# block 1

==> block_1/congestion_map.png <==
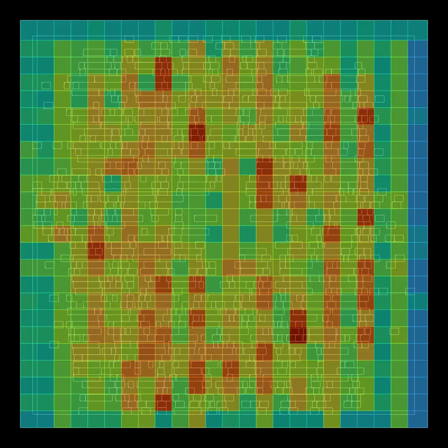

File: src/rtl/exu_wb_queue.sv
// rtl/exu_wb_queue.sv - in-order result staging FIFO between one EXU and the CDB arbiter
module exu_wb_queue #(
   parameter int DEPTH  = 4,
   parameter int TAG_W  = 6,
   parameter int DATA_W = 32,
   parameter int ID_W   = 5
) (
   input  logic                       clk,
   input  logic                       rst,
   input  logic                       flush,
   input  logic                       in_valid,
   output logic                       in_ready,
   input  logic [TAG_W-1:0]           in_tag,
   input  logic [DATA_W-1:0]          in_wdata,
   input  logic [ID_W-1:0]            in_inst_id,
   output logic                       out_req,
   input  logic                       out_rdy,
   output logic [TAG_W-1:0]           out_tag,
   output logic [DATA_W-1:0]          out_wdata,
   output logic [ID_W-1:0]            out_inst_id,
   output logic [$clog2(DEPTH):0]     count,
   output logic                       full
);

   localparam int AW = $clog2(DEPTH);
   localparam int CW = AW + 1;

   logic [TAG_W-1:0]  mem_tag  [DEPTH];
   logic [DATA_W-1:0] mem_data [DEPTH];
   logic [ID_W-1:0]   mem_id   [DEPTH];

   logic [AW-1:0] wr_ptr;
   logic [AW-1:0] rd_ptr;
   logic [CW-1:0] count_q;
   logic [AW-1:0] head_idx;
   logic          push;
   logic          pop;

   // Handshake qualification; no pop-to-push bypass when full
   always_comb begin
      full     = (count_q == CW'(DEPTH));
      in_ready = ~full & ~rst;
      out_req  = (count_q != '0);
      push     = in_valid & in_ready;
      pop      = out_req & out_rdy;
      count    = count_q;
   end

   // Head read: when empty, rd_ptr-1 is the slot popped last, so outputs hold its content
   always_comb begin
      head_idx    = out_req ? rd_ptr : rd_ptr - AW'(1);
      out_tag     = mem_tag[head_idx];
      out_wdata   = mem_data[head_idx];
      out_inst_id = mem_id[head_idx];
   end

   // Pointer, occupancy and storage update; rst beats flush beats push/pop
   always_ff @(posedge clk) begin
      if (rst) begin
         wr_ptr  <= '0;
         rd_ptr  <= '0;
         count_q <= '0;
         for (int i = 0; i < DEPTH; i++) begin
            mem_tag[i]  <= '0;
            mem_data[i] <= '0;
            mem_id[i]   <= '0;
         end
      end else if (flush) begin
         wr_ptr  <= '0;
         rd_ptr  <= '0;
         count_q <= '0;
      end else begin
         if (push) begin
            mem_tag[wr_ptr]  <= in_tag;
            mem_data[wr_ptr] <= in_wdata;
            mem_id[wr_ptr]   <= in_inst_id;
            wr_ptr           <= wr_ptr + AW'(1);
         end
         if (pop) begin
            rd_ptr <= rd_ptr + AW'(1);
         end
         count_q <= count_q + CW'(push) - CW'(pop);
      end
   end

   // Occupancy must stay within 0..DEPTH
   always_ff @(posedge clk) begin
      if (!rst) begin
         assert (!(push && full)) else $error("push while full");
         assert (!(pop && count_q == '0)) else $error("pop while empty");
      end
   end

endmodule
File: config.mk
export PLATFORM = sky130hd
export DESIGN_NAME = exu_wb_queue
export DESIGN_NICKNAME = d
export VERILOG_FILES = /design/src/rtl/exu_wb_queue.sv
export SDC_FILE = /design/constraint.sdc
export NUM_CORES = 1
export LEC_CHECK = 0
export ABC_CLOCK_PERIOD_IN_PS = 3210
export CAP_MARGIN = 10
export CORE_MARGIN = 5
export CORE_UTILIZATION = 42
export DETAILED_ROUTE_END_ITERATION = 10
export PLACE_DENSITY = 0.67
export SYNTH_ARGS = -nofsm -noshare
export SYNTH_HDL_FRONTEND = slang
export SYNTH_SLANG_ARGS = --single-unit
File: constraint.sdc
create_clock -name clk -period 3.21 [get_ports clk]
set_input_delay 0.321 -clock clk [delete_from_list [all_inputs] [get_ports clk]]
set_output_delay 0.321 -clock clk [all_outputs]
set_load 0.005 [all_outputs]
# block 2

==> src/rtl/sort_tb_pkg.sv <==
// Shared definitions for the sort-array test-harness loader: state encoding,
// data width and default load geometry.
package sort_tb_pkg;

    localparam int DATA_W = 64;

    localparam int          DEF_NUM_ELEMS = 8;
    localparam int          DEF_STRIDE    = 8;
    localparam logic [63:0] DEF_BASE_ADDR = 64'd0;

    typedef enum logic [2:0] {
        IDLE    = 3'd0,
        LOAD    = 3'd1,
        RELEASE = 3'd2,
        RUN     = 3'd3,
        DONE    = 3'd4
    } state_t;

endpackage : sort_tb_pkg

==> src/rtl/pc_stall_detector.sv <==
// Flags a finished program: the PC has repeated for STALL_CYCLES consecutive
// compared samples while enabled. The first enabled cycle only captures the PC.
module pc_stall_detector
    import sort_tb_pkg::*;
#(
    parameter int STALL_CYCLES = 4
) (
    input  logic              clk,
    input  logic              reset,
    input  logic              enable,
    input  logic [DATA_W-1:0] pc,
    output logic              stalled
);

    localparam int CW = $clog2(STALL_CYCLES + 1);

    logic [DATA_W-1:0] prev_pc;
    logic              first;
    logic [CW-1:0]     stall_cnt;
    logic              pc_match;

    assign pc_match = (pc == prev_pc);
    assign stalled  = enable && !first && pc_match && (stall_cnt == CW'(STALL_CYCLES - 1));

    always_ff @(posedge clk or negedge reset) begin
        if (!reset) begin
            prev_pc   <= '0;
            first     <= 1'b1;
            stall_cnt <= '0;
        end else if (enable) begin
            prev_pc <= pc;
            first   <= 1'b0;
            if (!first) begin
                stall_cnt <= pc_match ? stall_cnt + CW'(1) : '0;
            end
        end else begin
            // Re-arm so the next run starts with a capture-only cycle.
            first     <= 1'b1;
            stall_cnt <= '0;
        end
    end

endmodule : pc_stall_detector

==> src/rtl/sort_array_loader.sv <==
// Harness controller: holds the core in reset while streaming elements into
// data memory, then releases it and waits for a PC self-loop or the watchdog.
module sort_array_loader
    import sort_tb_pkg::*;
#(
    parameter int          NUM_ELEMS      = DEF_NUM_ELEMS,
    parameter logic [63:0] BASE_ADDR      = DEF_BASE_ADDR,
    parameter int          STRIDE         = DEF_STRIDE,
    parameter int          STALL_CYCLES   = 4,
    parameter int          MAX_RUN_CYCLES = 4096
) (
    input  logic                             clk,
    input  logic                             reset,
    input  logic                             start,
    input  logic                             in_valid,
    input  logic [DATA_W-1:0]                in_data,
    output logic                             in_ready,
    output logic                             mem_we,
    output logic [63:0]                      mem_addr,
    output logic [DATA_W-1:0]                mem_wdata,
    output logic                             core_reset,
    input  logic [63:0]                      pc_out,
    output logic                             busy,
    output logic                             done,
    output logic                             timeout,
    output logic [$clog2(NUM_ELEMS+1)-1:0]   load_count,
    output logic [31:0]                      run_cycles
);

    localparam int LCW = $clog2(NUM_ELEMS + 1);

    state_t state;
    logic   accept;
    logic   restart;
    logic   stalled;
    logic   watchdog;

    assign in_ready = (state == LOAD);
    assign accept   = in_valid && in_ready;
    assign restart  = start && ((state == IDLE) || (state == DONE));
    assign watchdog = (run_cycles == 32'(MAX_RUN_CYCLES - 1));

    pc_stall_detector #(
        .STALL_CYCLES(STALL_CYCLES)
    ) u_stall (
        .clk    (clk),
        .reset  (reset),
        .enable (state == RUN),
        .pc     (pc_out),
        .stalled(stalled)
    );

    always_ff @(posedge clk or negedge reset) begin
        if (!reset) begin
            state      <= IDLE;
            core_reset <= 1'b1;
            mem_we     <= 1'b0;
            mem_addr   <= BASE_ADDR;
            mem_wdata  <= '0;
            busy       <= 1'b0;
            done       <= 1'b0;
            timeout    <= 1'b0;
            load_count <= '0;
            run_cycles <= '0;
        end else begin
            mem_we <= 1'b0;
            if (restart) begin
                state      <= LOAD;
                core_reset <= 1'b1;
                busy       <= 1'b1;
                done       <= 1'b0;
                timeout    <= 1'b0;
                load_count <= '0;
                run_cycles <= '0;
                mem_addr   <= BASE_ADDR;
            end else begin
                case (state)
                    LOAD: begin
                        if (accept) begin
                            mem_we     <= 1'b1;
                            mem_addr   <= BASE_ADDR + 64'(load_count) * 64'(STRIDE);
                            mem_wdata  <= in_data;
                            load_count <= load_count + LCW'(1);
                            if (load_count == LCW'(NUM_ELEMS - 1)) begin
                                state <= RELEASE;
                            end
                        end
                    end
                    RELEASE: begin
                        state      <= RUN;
                        core_reset <= 1'b0;
                    end
                    RUN: begin
                        if (run_cycles != 32'hFFFF_FFFF) begin
                            run_cycles <= run_cycles + 32'd1;
                        end
                        // A genuine finish takes precedence over a coincident watchdog expiry.
                        if (stalled) begin
                            state   <= DONE;
                            busy    <= 1'b0;
                            done    <= 1'b1;
                            timeout <= 1'b0;
                        end else if (watchdog) begin
                            state   <= DONE;
                            busy    <= 1'b0;
                            done    <= 1'b1;
                            timeout <= 1'b1;
                        end
                    end
                    default: ;
                endcase
            end
        end
    end

endmodule : sort_array_loader

==> config.mk <==
export PLATFORM = sky130hd
export DESIGN_NAME = sort_array_loader
export DESIGN_NICKNAME = d
export VERILOG_FILES = /design/src/rtl/sort_tb_pkg.sv /design/src/rtl/pc_stall_detector.sv /design/src/rtl/sort_array_loader.sv
export SDC_FILE = /design/constraint.sdc
export NUM_CORES = 1
export LEC_CHECK = 0
export ABC_AREA = 1
export CAP_MARGIN = 10
export CORE_MARGIN = 2
export CORE_UTILIZATION = 50
export DETAILED_ROUTE_END_ITERATION = 16
export GPL_ROUTABILITY_DRIVEN = 0
export GPL_TIMING_DRIVEN = 0
export PLACE_DENSITY = 0.86
export RECOVER_POWER = 100
export SYNTH_ARGS = -nofsm -noshare
export SYNTH_HDL_FRONTEND = slang
export SYNTH_SLANG_ARGS = --single-unit
==> constraint.sdc <==
create_clock -name clk -period 3.2 [get_ports clk]
set_clock_uncertainty 0.1 [all_clocks]
set_input_delay 0.32 -clock clk [delete_from_list [all_inputs] [get_ports clk]]
set_output_delay 0.32 -clock clk [all_outputs]
set_load 0.03 [all_outputs]
# block 3

## src/rtl/fetch_stage.sv

```systemverilog
// Instruction fetch stage: PC register, IF/ID pipeline register and a RUN/HALT FSM.
// Optional fetch counter enabled by defining FETCH_PERF_CNT_EN.
module fetch_stage #(
    parameter logic [31:0] RESET_PC  = 32'h00000000,
    parameter logic [31:0] HALT_WORD = 32'h0000007F,
    parameter logic [31:0] NOP_WORD  = 32'h00000033
) (
    input  logic        clk,
    input  logic        rst,
    input  logic        stall,
    input  logic        redirect_valid,
    input  logic [31:0] redirect_pc,
    input  logic [31:0] inst_in,
    output logic [31:0] pc_out,
    output logic        ifid_valid,
    output logic [31:0] ifid_pc,
    output logic [31:0] ifid_pc4,
    output logic [31:0] ifid_inst,
    output logic        halted,
    output logic [31:0] fetch_count
);

    typedef enum logic {
        RUN  = 1'b0,
        HALT = 1'b1
    } state_t;

    state_t      state, state_next;
    logic [31:0] pc, pc_next;
    logic        ifid_valid_next;
    logic [31:0] ifid_pc_next;
    logic [31:0] ifid_pc4_next;
    logic [31:0] ifid_inst_next;

    always_ff @(posedge clk) begin
        if (rst) begin
            state      <= RUN;
            pc         <= RESET_PC;
            ifid_valid <= 1'b0;
            ifid_pc    <= 32'h0;
            ifid_pc4   <= 32'h0;
            ifid_inst  <= NOP_WORD;
        end else begin
            state      <= state_next;
            pc         <= pc_next;
            ifid_valid <= ifid_valid_next;
            ifid_pc    <= ifid_pc_next;
            ifid_pc4   <= ifid_pc4_next;
            ifid_inst  <= ifid_inst_next;
        end
    end

    // Redirect outranks stall and halt detection; a fetched halt word is squashed to a bubble.
    always_comb begin
        state_next      = state;
        pc_next         = pc;
        ifid_valid_next = ifid_valid;
        ifid_pc_next    = ifid_pc;
        ifid_pc4_next   = ifid_pc4;
        ifid_inst_next  = ifid_inst;
        case (state)
            RUN: begin
                if (redirect_valid) begin
                    pc_next         = redirect_pc & 32'hFFFF_FFFC;
                    ifid_valid_next = 1'b0;
                    ifid_inst_next  = NOP_WORD;
                end else if (!stall) begin
                    if (inst_in == HALT_WORD) begin
                        state_next      = HALT;
                        ifid_valid_next = 1'b0;
                        ifid_inst_next  = NOP_WORD;
                    end else begin
                        pc_next         = pc + 32'd4;
                        ifid_valid_next = 1'b1;
                        ifid_pc_next    = pc;
                        ifid_pc4_next   = pc + 32'd4;
                        ifid_inst_next  = inst_in;
                    end
                end
            end
            HALT: begin
                state_next = HALT;
            end
        endcase
    end

    assign pc_out = pc;
    assign halted = (state == HALT);

`ifdef FETCH_PERF_CNT_EN
    logic        count_en;
    logic [31:0] count;

    assign count_en = (state == RUN) && !redirect_valid && !stall && (inst_in != HALT_WORD);

    always_ff @(posedge clk) begin
        if (rst) begin
            count <= 32'h0;
        end else if (count_en) begin
            count <= count + 32'd1;
        end
    end

    assign fetch_count = count;
`else
    assign fetch_count = 32'h0;
`endif

endmodule

```

## config.mk

```make
export PLATFORM = sky130hd
export DESIGN_NAME = fetch_stage
export DESIGN_NICKNAME = d
export VERILOG_FILES = /design/src/rtl/fetch_stage.sv
export SDC_FILE = /design/constraint.sdc
export NUM_CORES = 1
export LEC_CHECK = 0
export ABC_AREA = 1
export CAP_MARGIN = 30
export CORE_MARGIN = 4
export CORE_UTILIZATION = 41
export CTS_CLUSTER_SIZE = 25
export DETAILED_ROUTE_END_ITERATION = 8
export PLACE_DENSITY = 0.83
export SYNTH_ARGS = -nofsm -noshare
export SYNTH_HDL_FRONTEND = slang
export SYNTH_SLANG_ARGS = --single-unit
```

## constraint.sdc

```tcl
create_clock -name clk -period 4.27 [get_ports clk]
set_clock_uncertainty 0.2 [all_clocks]
set_input_delay 0.854 -clock clk [delete_from_list [all_inputs] [get_ports clk]]
set_output_delay 0.854 -clock clk [all_outputs]
set_load 0.01 [all_outputs]
```

# block 4

--- src/rtl/sdram_init_seq.sv ---
// SDR SDRAM power-up sequencer: wait, PRECHARGE ALL, AUTO REFRESH burst, LOAD MODE.
// Define SDRAM_INIT_REF_REQ_EN to add the post-init periodic refresh request handshake.
module sdram_init_seq #(
  parameter int          POWER_UP_CYC = 10000,
  parameter int          T_RP         = 2,
  parameter int          T_RFC        = 7,
  parameter int          T_MRD        = 2,
  parameter int          AREF_NUM     = 8,
  parameter logic [11:0] MODE_REG     = 12'h032
`ifdef SDRAM_INIT_REF_REQ_EN
  ,
  parameter int          REF_INTERVAL = 750
`endif
) (
  input  logic        clk,
  input  logic        rst_n,
  output logic [17:0] cmd,
  output logic        init_done
`ifdef SDRAM_INIT_REF_REQ_EN
  ,
  output logic        ref_req,
  input  logic        ref_ack
`endif
);

  localparam int MAX_A    = (POWER_UP_CYC > T_RP) ? POWER_UP_CYC : T_RP;
  localparam int MAX_B    = (T_RFC > T_MRD) ? T_RFC : T_MRD;
  localparam int MAX_WAIT = (MAX_A > MAX_B) ? MAX_A : MAX_B;
  localparam int CNT_W    = (MAX_WAIT < 1) ? 1 : $clog2(MAX_WAIT + 1);
  localparam int AREF_W   = $clog2(AREF_NUM + 1);

  // Wait states exit on the last count so a command at n with wait T lands the next at n+T+1.
  localparam logic [CNT_W-1:0]  PWR_LAST  = CNT_W'(POWER_UP_CYC);
  localparam logic [CNT_W-1:0]  RP_LAST   = CNT_W'((T_RP  > 0) ? T_RP  - 1 : 0);
  localparam logic [CNT_W-1:0]  RFC_LAST  = CNT_W'((T_RFC > 0) ? T_RFC - 1 : 0);
  localparam logic [CNT_W-1:0]  MRD_LAST  = CNT_W'((T_MRD > 0) ? T_MRD - 1 : 0);
  localparam logic [AREF_W-1:0] AREF_LAST = AREF_W'(AREF_NUM);

  localparam logic [17:0] CMD_NOP  = {4'b0111, 2'b00, 12'h000};
  localparam logic [17:0] CMD_PRE  = {4'b0010, 2'b00, 12'h400};
  localparam logic [17:0] CMD_AREF = {4'b0001, 2'b00, 12'h000};
  localparam logic [17:0] CMD_LMR  = {4'b0000, 2'b00, MODE_REG};

  typedef enum logic [2:0] {
    S_WAIT_PWR,
    S_PRE,
    S_WAIT_RP,
    S_AREF,
    S_WAIT_RFC,
    S_LMR,
    S_WAIT_MRD,
    S_DONE
  } state_t;

  state_t             state;
  state_t             state_next;
  logic [CNT_W-1:0]   wait_cnt;
  logic [AREF_W-1:0]  aref_cnt;
  logic               more_aref;

  function automatic logic [17:0] cmd_of(input state_t s);
    case (s)
      S_PRE:   return CMD_PRE;
      S_AREF:  return CMD_AREF;
      S_LMR:   return CMD_LMR;
      default: return CMD_NOP;
    endcase
  endfunction

  // aref_cnt already includes the AREF currently on the bus.
  assign more_aref = (aref_cnt < AREF_LAST);

  always_comb begin
    state_next = state;
    unique case (state)
      S_WAIT_PWR: if (wait_cnt == PWR_LAST) state_next = S_PRE;
      S_PRE:      state_next = (T_RP == 0) ? S_AREF : S_WAIT_RP;
      S_WAIT_RP:  if (wait_cnt == RP_LAST) state_next = S_AREF;
      S_AREF: begin
        if (T_RFC != 0)     state_next = S_WAIT_RFC;
        else if (more_aref) state_next = S_AREF;
        else                state_next = S_LMR;
      end
      S_WAIT_RFC: if (wait_cnt == RFC_LAST) state_next = more_aref ? S_AREF : S_LMR;
      S_LMR:      state_next = (T_MRD == 0) ? S_DONE : S_WAIT_MRD;
      S_WAIT_MRD: if (wait_cnt == MRD_LAST) state_next = S_DONE;
      S_DONE:     state_next = S_DONE;
      default:    state_next = S_WAIT_PWR;
    endcase
  end

  always_ff @(posedge clk or negedge rst_n) begin
    if (!rst_n) begin
      state     <= S_WAIT_PWR;
      wait_cnt  <= '0;
      aref_cnt  <= '0;
      cmd       <= CMD_NOP;
      init_done <= 1'b0;
    end else begin
      state     <= state_next;
      cmd       <= cmd_of(state_next);
      init_done <= (state_next == S_DONE);
      if (state_next != state || state == S_DONE) wait_cnt <= '0;
      else                                        wait_cnt <= wait_cnt + CNT_W'(1);
      // Each AREF is a single cycle, so every entry into S_AREF is a new command.
      if (state_next == S_AREF) aref_cnt <= aref_cnt + AREF_W'(1);
    end
  end

`ifdef SDRAM_INIT_REF_REQ_EN
  localparam int              RI_W    = (REF_INTERVAL < 1) ? 1 : $clog2(REF_INTERVAL + 1);
  localparam logic [RI_W-1:0] RI_LAST = RI_W'((REF_INTERVAL > 0) ? REF_INTERVAL - 1 : 0);

  logic [RI_W-1:0] ref_cnt;

  // Interval counter is frozen while a request is outstanding, so requests never queue.
  always_ff @(posedge clk or negedge rst_n) begin
    if (!rst_n) begin
      ref_cnt <= '0;
      ref_req <= 1'b0;
    end else if (ref_req) begin
      if (ref_ack) begin
        ref_req <= 1'b0;
        ref_cnt <= '0;
      end
    end else if (init_done) begin
      if (ref_cnt == RI_LAST) begin
        ref_req <= 1'b1;
        ref_cnt <= '0;
      end else begin
        ref_cnt <= ref_cnt + RI_W'(1);
      end
    end
  end
`endif

endmodule

--- config.mk ---
export PLATFORM = sky130hd
export DESIGN_NAME = sdram_init_seq
export DESIGN_NICKNAME = d
export VERILOG_FILES = /design/src/rtl/sdram_init_seq.sv
export SDC_FILE = /design/constraint.sdc
export NUM_CORES = 1
export LEC_CHECK = 0
export CAP_MARGIN = 20
export CORE_ASPECT_RATIO = 0.8
export CORE_UTILIZATION = 45
export CTS_CLUSTER_DIAMETER = 80
export DETAILED_ROUTE_END_ITERATION = 16
export PLACE_DENSITY = 0.78
export REMOVE_ABC_BUFFERS = 1
export SYNTH_ARGS = -nofsm -noshare
export SYNTH_HDL_FRONTEND = slang
export SYNTH_SLANG_ARGS = --single-unit
--- constraint.sdc ---
create_clock -name clk -period 3.6 [get_ports clk]
set_input_delay 0.72 -clock clk [delete_from_list [all_inputs] [get_ports clk]]
set_output_delay 0.72 -clock clk [all_outputs]
set_load 0.03 [all_outputs]
==> block_4/floorplan.png <==
Bar = 20 µm. Pins as bars on the die edge. Tap cells in gray.
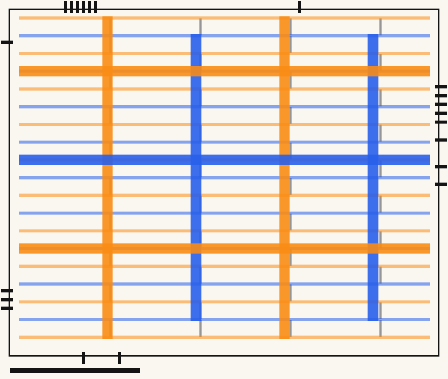
[blue] VDD
[orange] VSS
met1 rails: 19
met5 straps: 3
tap cells: 40
die x size: 65.6 µm
Max IR drop VDD: 0.143 mV

==> commit_impl_results.txt, block 4 <==
Update PnR metrics after Yosys + OpenROAD run

- Fin area: 1570 µm²
* Antenna violations before repair: 0
- Layout cell share with drive strength beyond 1: 10.1%
- The flow ran to the end, and the final reports show no timing, DRC or antenna violations.
- Final clock skew: 0.00890 ns
- Buffers excl. clock: 11
- Largest net degree at the start of global routing: 27
* Non-Filler Instances: 189
* Drt first-iter violations: 31
* Post-DP Area: 1510 µm²
- Post-synthesis instance area: 1460 µm²
* Share of total power in the clock network: 34.0%
* Tally of max-capacitance violations: 0
* Number of clock buffers in the layout: 4
- Largest area contributor in the synthesized netlist: dfrtp_1
[block 4: cells by family after synthesis]
logic type	after synthesis	share of synthesized area [%]
buf+inv	22	10.2
xor+xnor	16	9.61
mux	1	1.03
simple gates	61	23.3
flops	27	46.6
other cells	1	0.257
compound gates	9	4.72
fa+ha+maj	5	4.29
[block 4: worst min path at each step]
stage	startpoint	to
after floorplan	rst_n	aref_cnt[0]
after global placement	aref_cnt[3]	aref_cnt[3]
after detailed placement	aref_cnt[3]	aref_cnt[3]
after CTS	aref_cnt[3]	aref_cnt[3]
after global routing	aref_cnt[3]	aref_cnt[3]
final	aref_cnt[3]	aref_cnt[3]
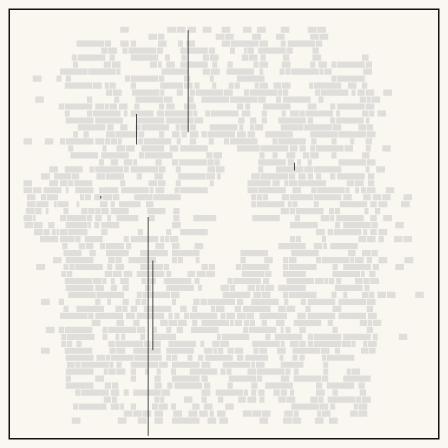
(block_1/m4.png)
share of all routed wire: 0.78%
nets with wire on the layer: 5
main direction: vertical
longest straight run: 85.0 µm
aggregate routed wire length: 22,300 µm
count of vias placed by the detailed router: 6,618

About block_1/congestion_map.png:
fraction of met2 tracks used by global routing: 27.7%
met1 routing resource usage after global routing: 20.4%
Routed WL per cell: 17.8 µm
most used routing layer: met2

==> commit_impl_results.txt, block 1 <==
Update PnR metrics after Yosys + OpenROAD run

* Outcome: finished clean
- Yosys reports a chip area of 10,300 µm².
* Critical Path Sink: out_wdata[13]
- No sink is reached through more buffers than the 2 on the longest clock path.
* Worst Reg2Reg Path Length in Cells: 10
* Ratio of final minimum period to clock period: 95.3%
- OpenSTA, run right after detailed placement, puts the worst setup slack at 0.506 ns.
- At the later pin of the worst-skew pair, clock insertion delay measures 0.43 ns.
* Top cells by area: edfxtp_1, mux2i_1, and2_1
- The startpoint identified for the worst register-to-register timing path is count[1].
- Largest fanout on the critical path: 87
- PostCTS Resize Cnt: 0
- TritonCTS built the clock tree.
* Top cell excl fill/tap: edfxtp_1
* Max Slew Vio Count: 0
-- block 1: metrics by stage --
step / total power, mW / utilization (%) / instances / hold WS, ns
finish: 5.55 / 49.3 / 1251 / 0.544
detailed placement: 3.64 / 47.0 / 1219 / 0.540
global placement: 3.63 / 47.0 / 1219 / 0.541
global route: 5.77 / 49.3 / 1250 / 0.583
CTS: 5.61 / 49.3 / 1250 / 0.550
floorplan: 3.25 / - / 863 / 0.495
-- block 1: registers in the layout, summed over array words and instances, names as in the netlist --
signal / cells
mem_data: 128
rd_ptr: 2
count: 3
mem_id: 20
wr_ptr: 2
mem_tag: 24
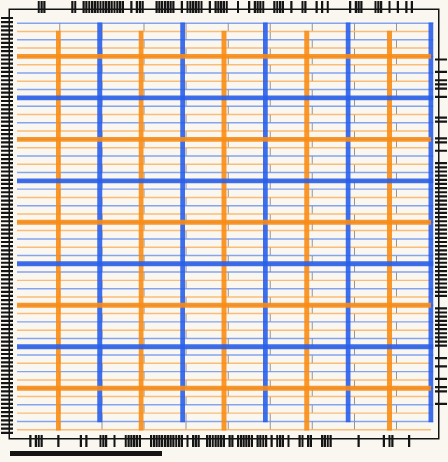
(block_2/floorplan.png)
Bar = 50 µm. Pins as bars on the die edge. Tap cells in gray.
[blue] VDD
[orange] VSS
met4 straps: 10
signal pins: 302
rows: 49
met5 straps: 9
Floorplan Core Area: 18,100 µm²
Max IR drop VDD: 0.686 mV
die span in y: 140 µm
die x size: 140 µm

==> commit_impl_results.txt, block 2 <==
Update PnR metrics after Yosys + OpenROAD run

- Dividing the detail-routed via count by the number of cells gives 4.93.
- Post-Synth Adder-Cell Area: 0.539%
- Reg2Reg Launch Point: run_cycles[0]
* Max Slew Vio Count: 72
- The final reports fail on max-capacitance violations, max-slew violations.
* Tap cells: 229
* Fraction of met2 tracks used by global routing: 45.4%
- Port buffering added 241 buffers.
- In this run, the synthesized area fraction spent on and/or/nand/nor cells is recorded as 29.4%.
- Largest fanout on the critical path: 10
* Outcome: finished with violations
* Tally of max-capacitance violations: 1
- Ratio of final minimum period to clock period: 83.9%
- In this run the power spent charging and discharging nets is 4.99 mW.
* Number of enable-type register cells in the synthesized netlist: 0
* Average footprint of a synthesized cell: 7.54 µm²
- Final hold viol count: 0
- The finished layout holds 1,796 standard cells, fillers aside.
==> block 2: power groups by stage <==
stage	Sequential, mW	Clock [mW]	Combinational [mW]
floorplan	4.83	0	2.33
global placement	3.90	0	5.26
detailed placement	3.91	0	5.45
CTS	3.90	2.08	5.47
global route	4.00	2.17	5.73
finish	3.89	2.05	5.23
==> block 2: worst reg2reg max path: stages (launching register included) <==
cell,delay [ns]
dfrtp_1,0.40
ha_1,0.19
nand2_1,0.13
nor2_4,0.11
nand2_1,0.20
nor3_1,0.47
nand3_2,0.10
nand2_1,0.23
inv_1,0.15
clkbuf_1,0.29
o21ai_0,0.24
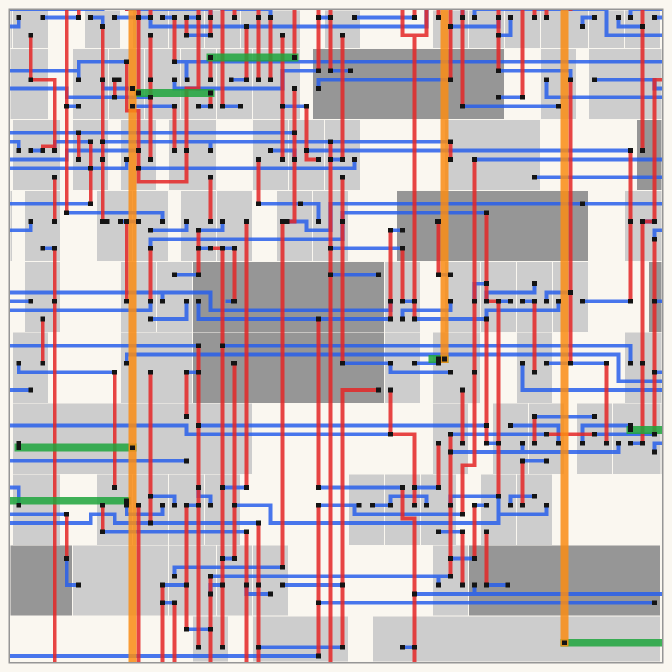
(block_3/closeup.png)
Window x 85 to 110, y 20 to 45 µm. Cells in gray, sequential cells in the stronger gray; small squares are vias.
[blue] M1
[green] M3
[orange] M4
[red] M2
netlist names of flops here include: `pc_out` (4), `ifid_pc` (1)
cells with their middle in the window: 81
sequential cells in the window: 5
most frequent: nand2_1 (36), nor2_1 (16), o21ai_0 (8)

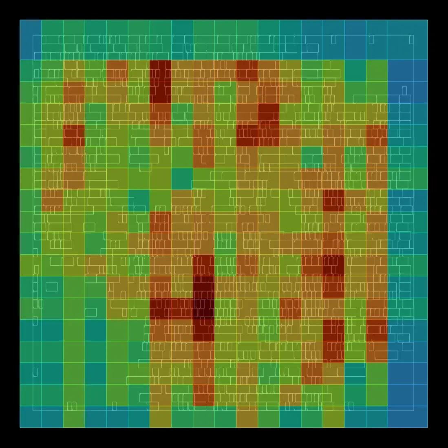
(block_3/congestion_map.png)
met3 GRT Util: 6.67%
fraction of met2 tracks used by global routing: 35.6%
most used routing layer: met2
overall fraction of global-route tracks in use: 21.9%

==> commit_impl_results.txt, block 3 <==
Update PnR metrics after Yosys + OpenROAD run

- Outcome: finished clean
- The most critical min-delay path falls under flip-flop to flip-flop.
- Top cells by area: dfxtp_1, nand2_1, nor2_1
* Non-Filler Instances: 1,317
- Sequential-to-total area share from yosys stat: 40.7%
- The largest single stage delay on the critical path is 0.64 ns.
* Diodes inserted: 0
- CTS tree: built
* Simple-gate share of the synthesized area: 37.2%
- Tally of max-capacitance violations: 0
- Fill cells in the final layout number 1,355.
- Number of enable-type register cells in the synthesized netlist: 0
* Most frequent cells in the layout: nand2_1, nor2_1, clkdlybuf4s50_1
- Most frequent cell after synthesis: nand2_1
* Reg2Reg Setup Slack: 2.07 ns
- The group that draws the most power in this run is clock.
- Looking at the setup timing report, the critical path kind is input pin to flip-flop.
* Worst-path clk slew: 0.06 ns
- Row generation in the floorplan step produced 44 rows.
- At the worst endpoint, the arrival time is 3.10 ns.
- The final critical path takes up 70.5% of the cycle.
- Main logic family after synthesis: simple AND/OR/NAND/NOR gates
- Summing the areas of all compound-gate instances in the mapped netlist gives 9.41% of the synthesized area.
* Power Internal: 2.41 mW
* Post-Route Hold Slack: 0.264 ns
- Including well taps, the total number of placed cells is 1,285.
* Total congestion overflow: 0
- Stages on worst setup path: 6
- Post-DP Area: 7920 µm²
## block 3: layout make-up
cell class,instances,area share [%]
well taps,184,2.70
clock buffers,21,5.29
multi-input cells,731,36.1
inverters,48,2.12
flip-flops and latches,124,29.2
repair buffers,198,23.0
clock inverters,11,1.69
## block 3: layer usage
| metal | part of all wire [%] | vias to the layer above | GRT usage [%] |
|---|---|---|---|
| met5 | 0 | - | 0 |
| met4 | 2.4 | 0 | 8.44 |
| met3 | 8.0 | 38 | 6.67 |
| met2 | 47 | 240 | 35.6 |
| met1 | 42 | 2840 | 27.3 |
| li1 | - | 3218 | - |


==> screenshots <==
Layout detail.
picture 1
Window x 113 to 138, y 29 to 54 µm. Cells in gray, sequential cells in the stronger gray; small squares are vias.
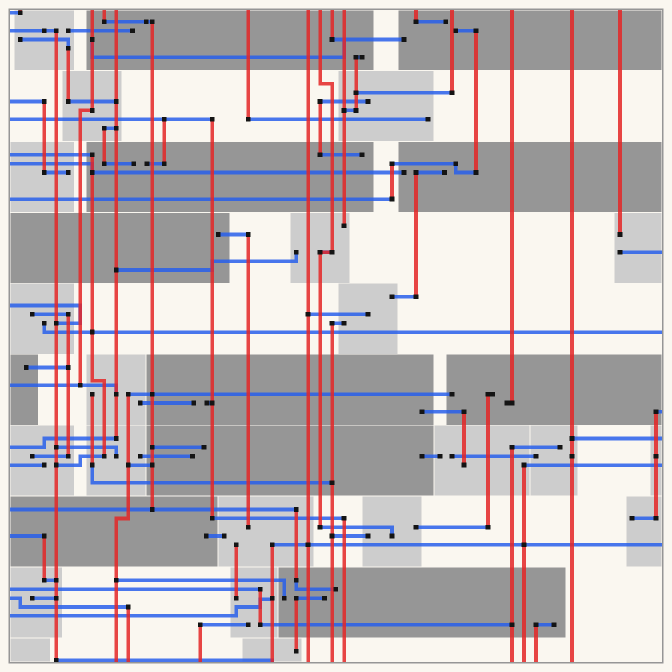
picture 2
Window x 93 to 118, y 23 to 48 µm. Cells in gray, sequential cells in the stronger gray; small squares are vias.
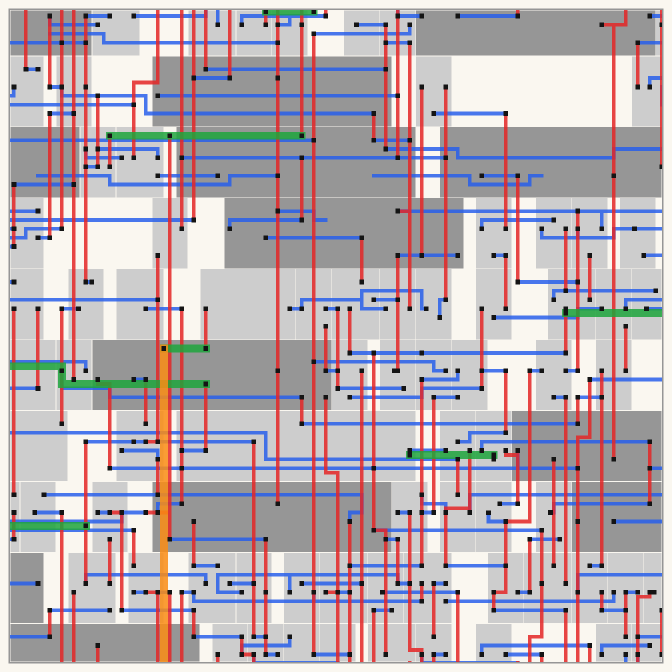
picture 3
Window x 37 to 62, y 1 to 26 µm. Cells in gray, sequential cells in the stronger gray; small squares are vias.
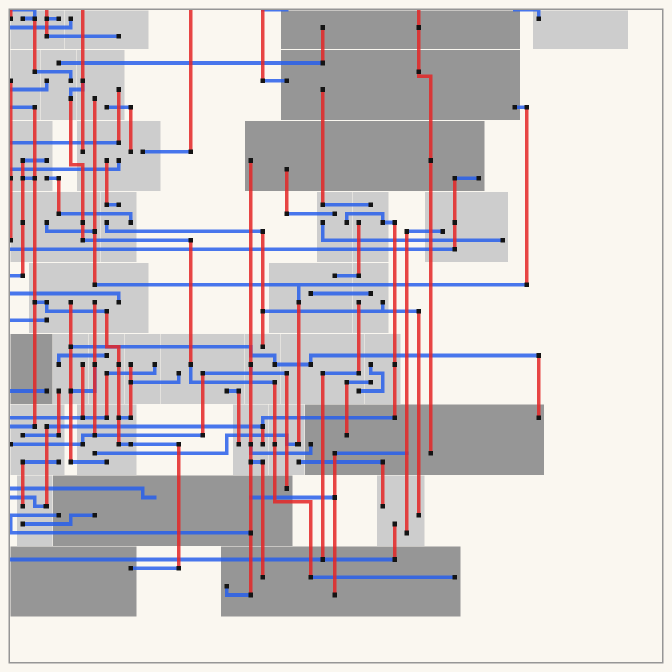
For block 2, see picture 2.
For block 1, see picture 1.
For block 4, see picture 3.

Key to picture 2:
[red] M2
[green] M3
[orange] M4
[blue] M1
most frequent: nand2_1 (28), o21ai_0 (13), inv_1 (11)
cells with their middle in the window: 78
netlist names of flops here include: `u_stall.prev_pc` (9)
sequential cells in the window: 9


==> layout pictures side by side <==
Metal layers overlaid.
Only two layers are drawn.
panel A
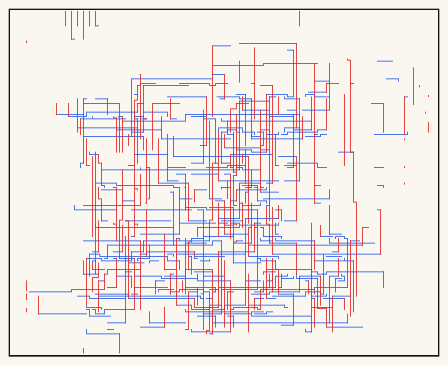
panel B
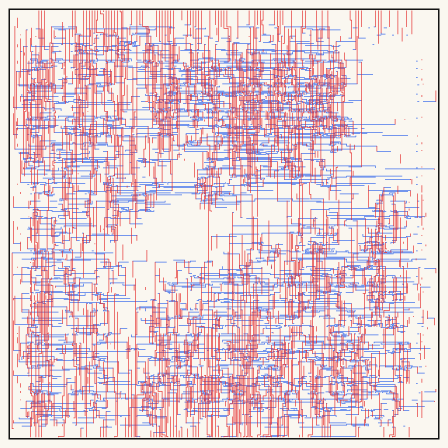
panel C
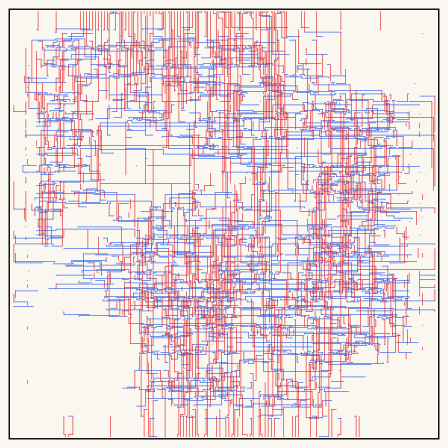
panel D
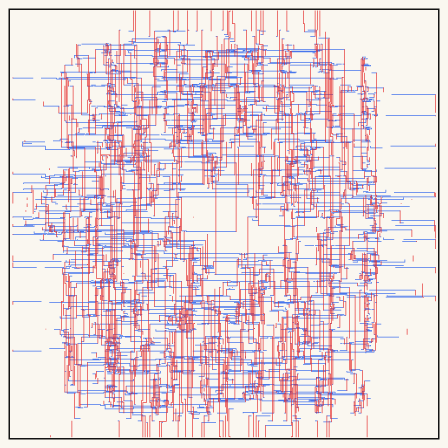
- block 1 = panel D
- block 3 = panel C
- block 2 = panel B
- block 4 = panel A
The one with the most wire is panel B.
The one with the least wire is panel A.

Key to panel B:
[blue] M1 | wire length: 10,100 µm
[red] M2 | wire length: 12,700 µm

Power figures rest on the tool's default switching activity, not on a simulated workload.
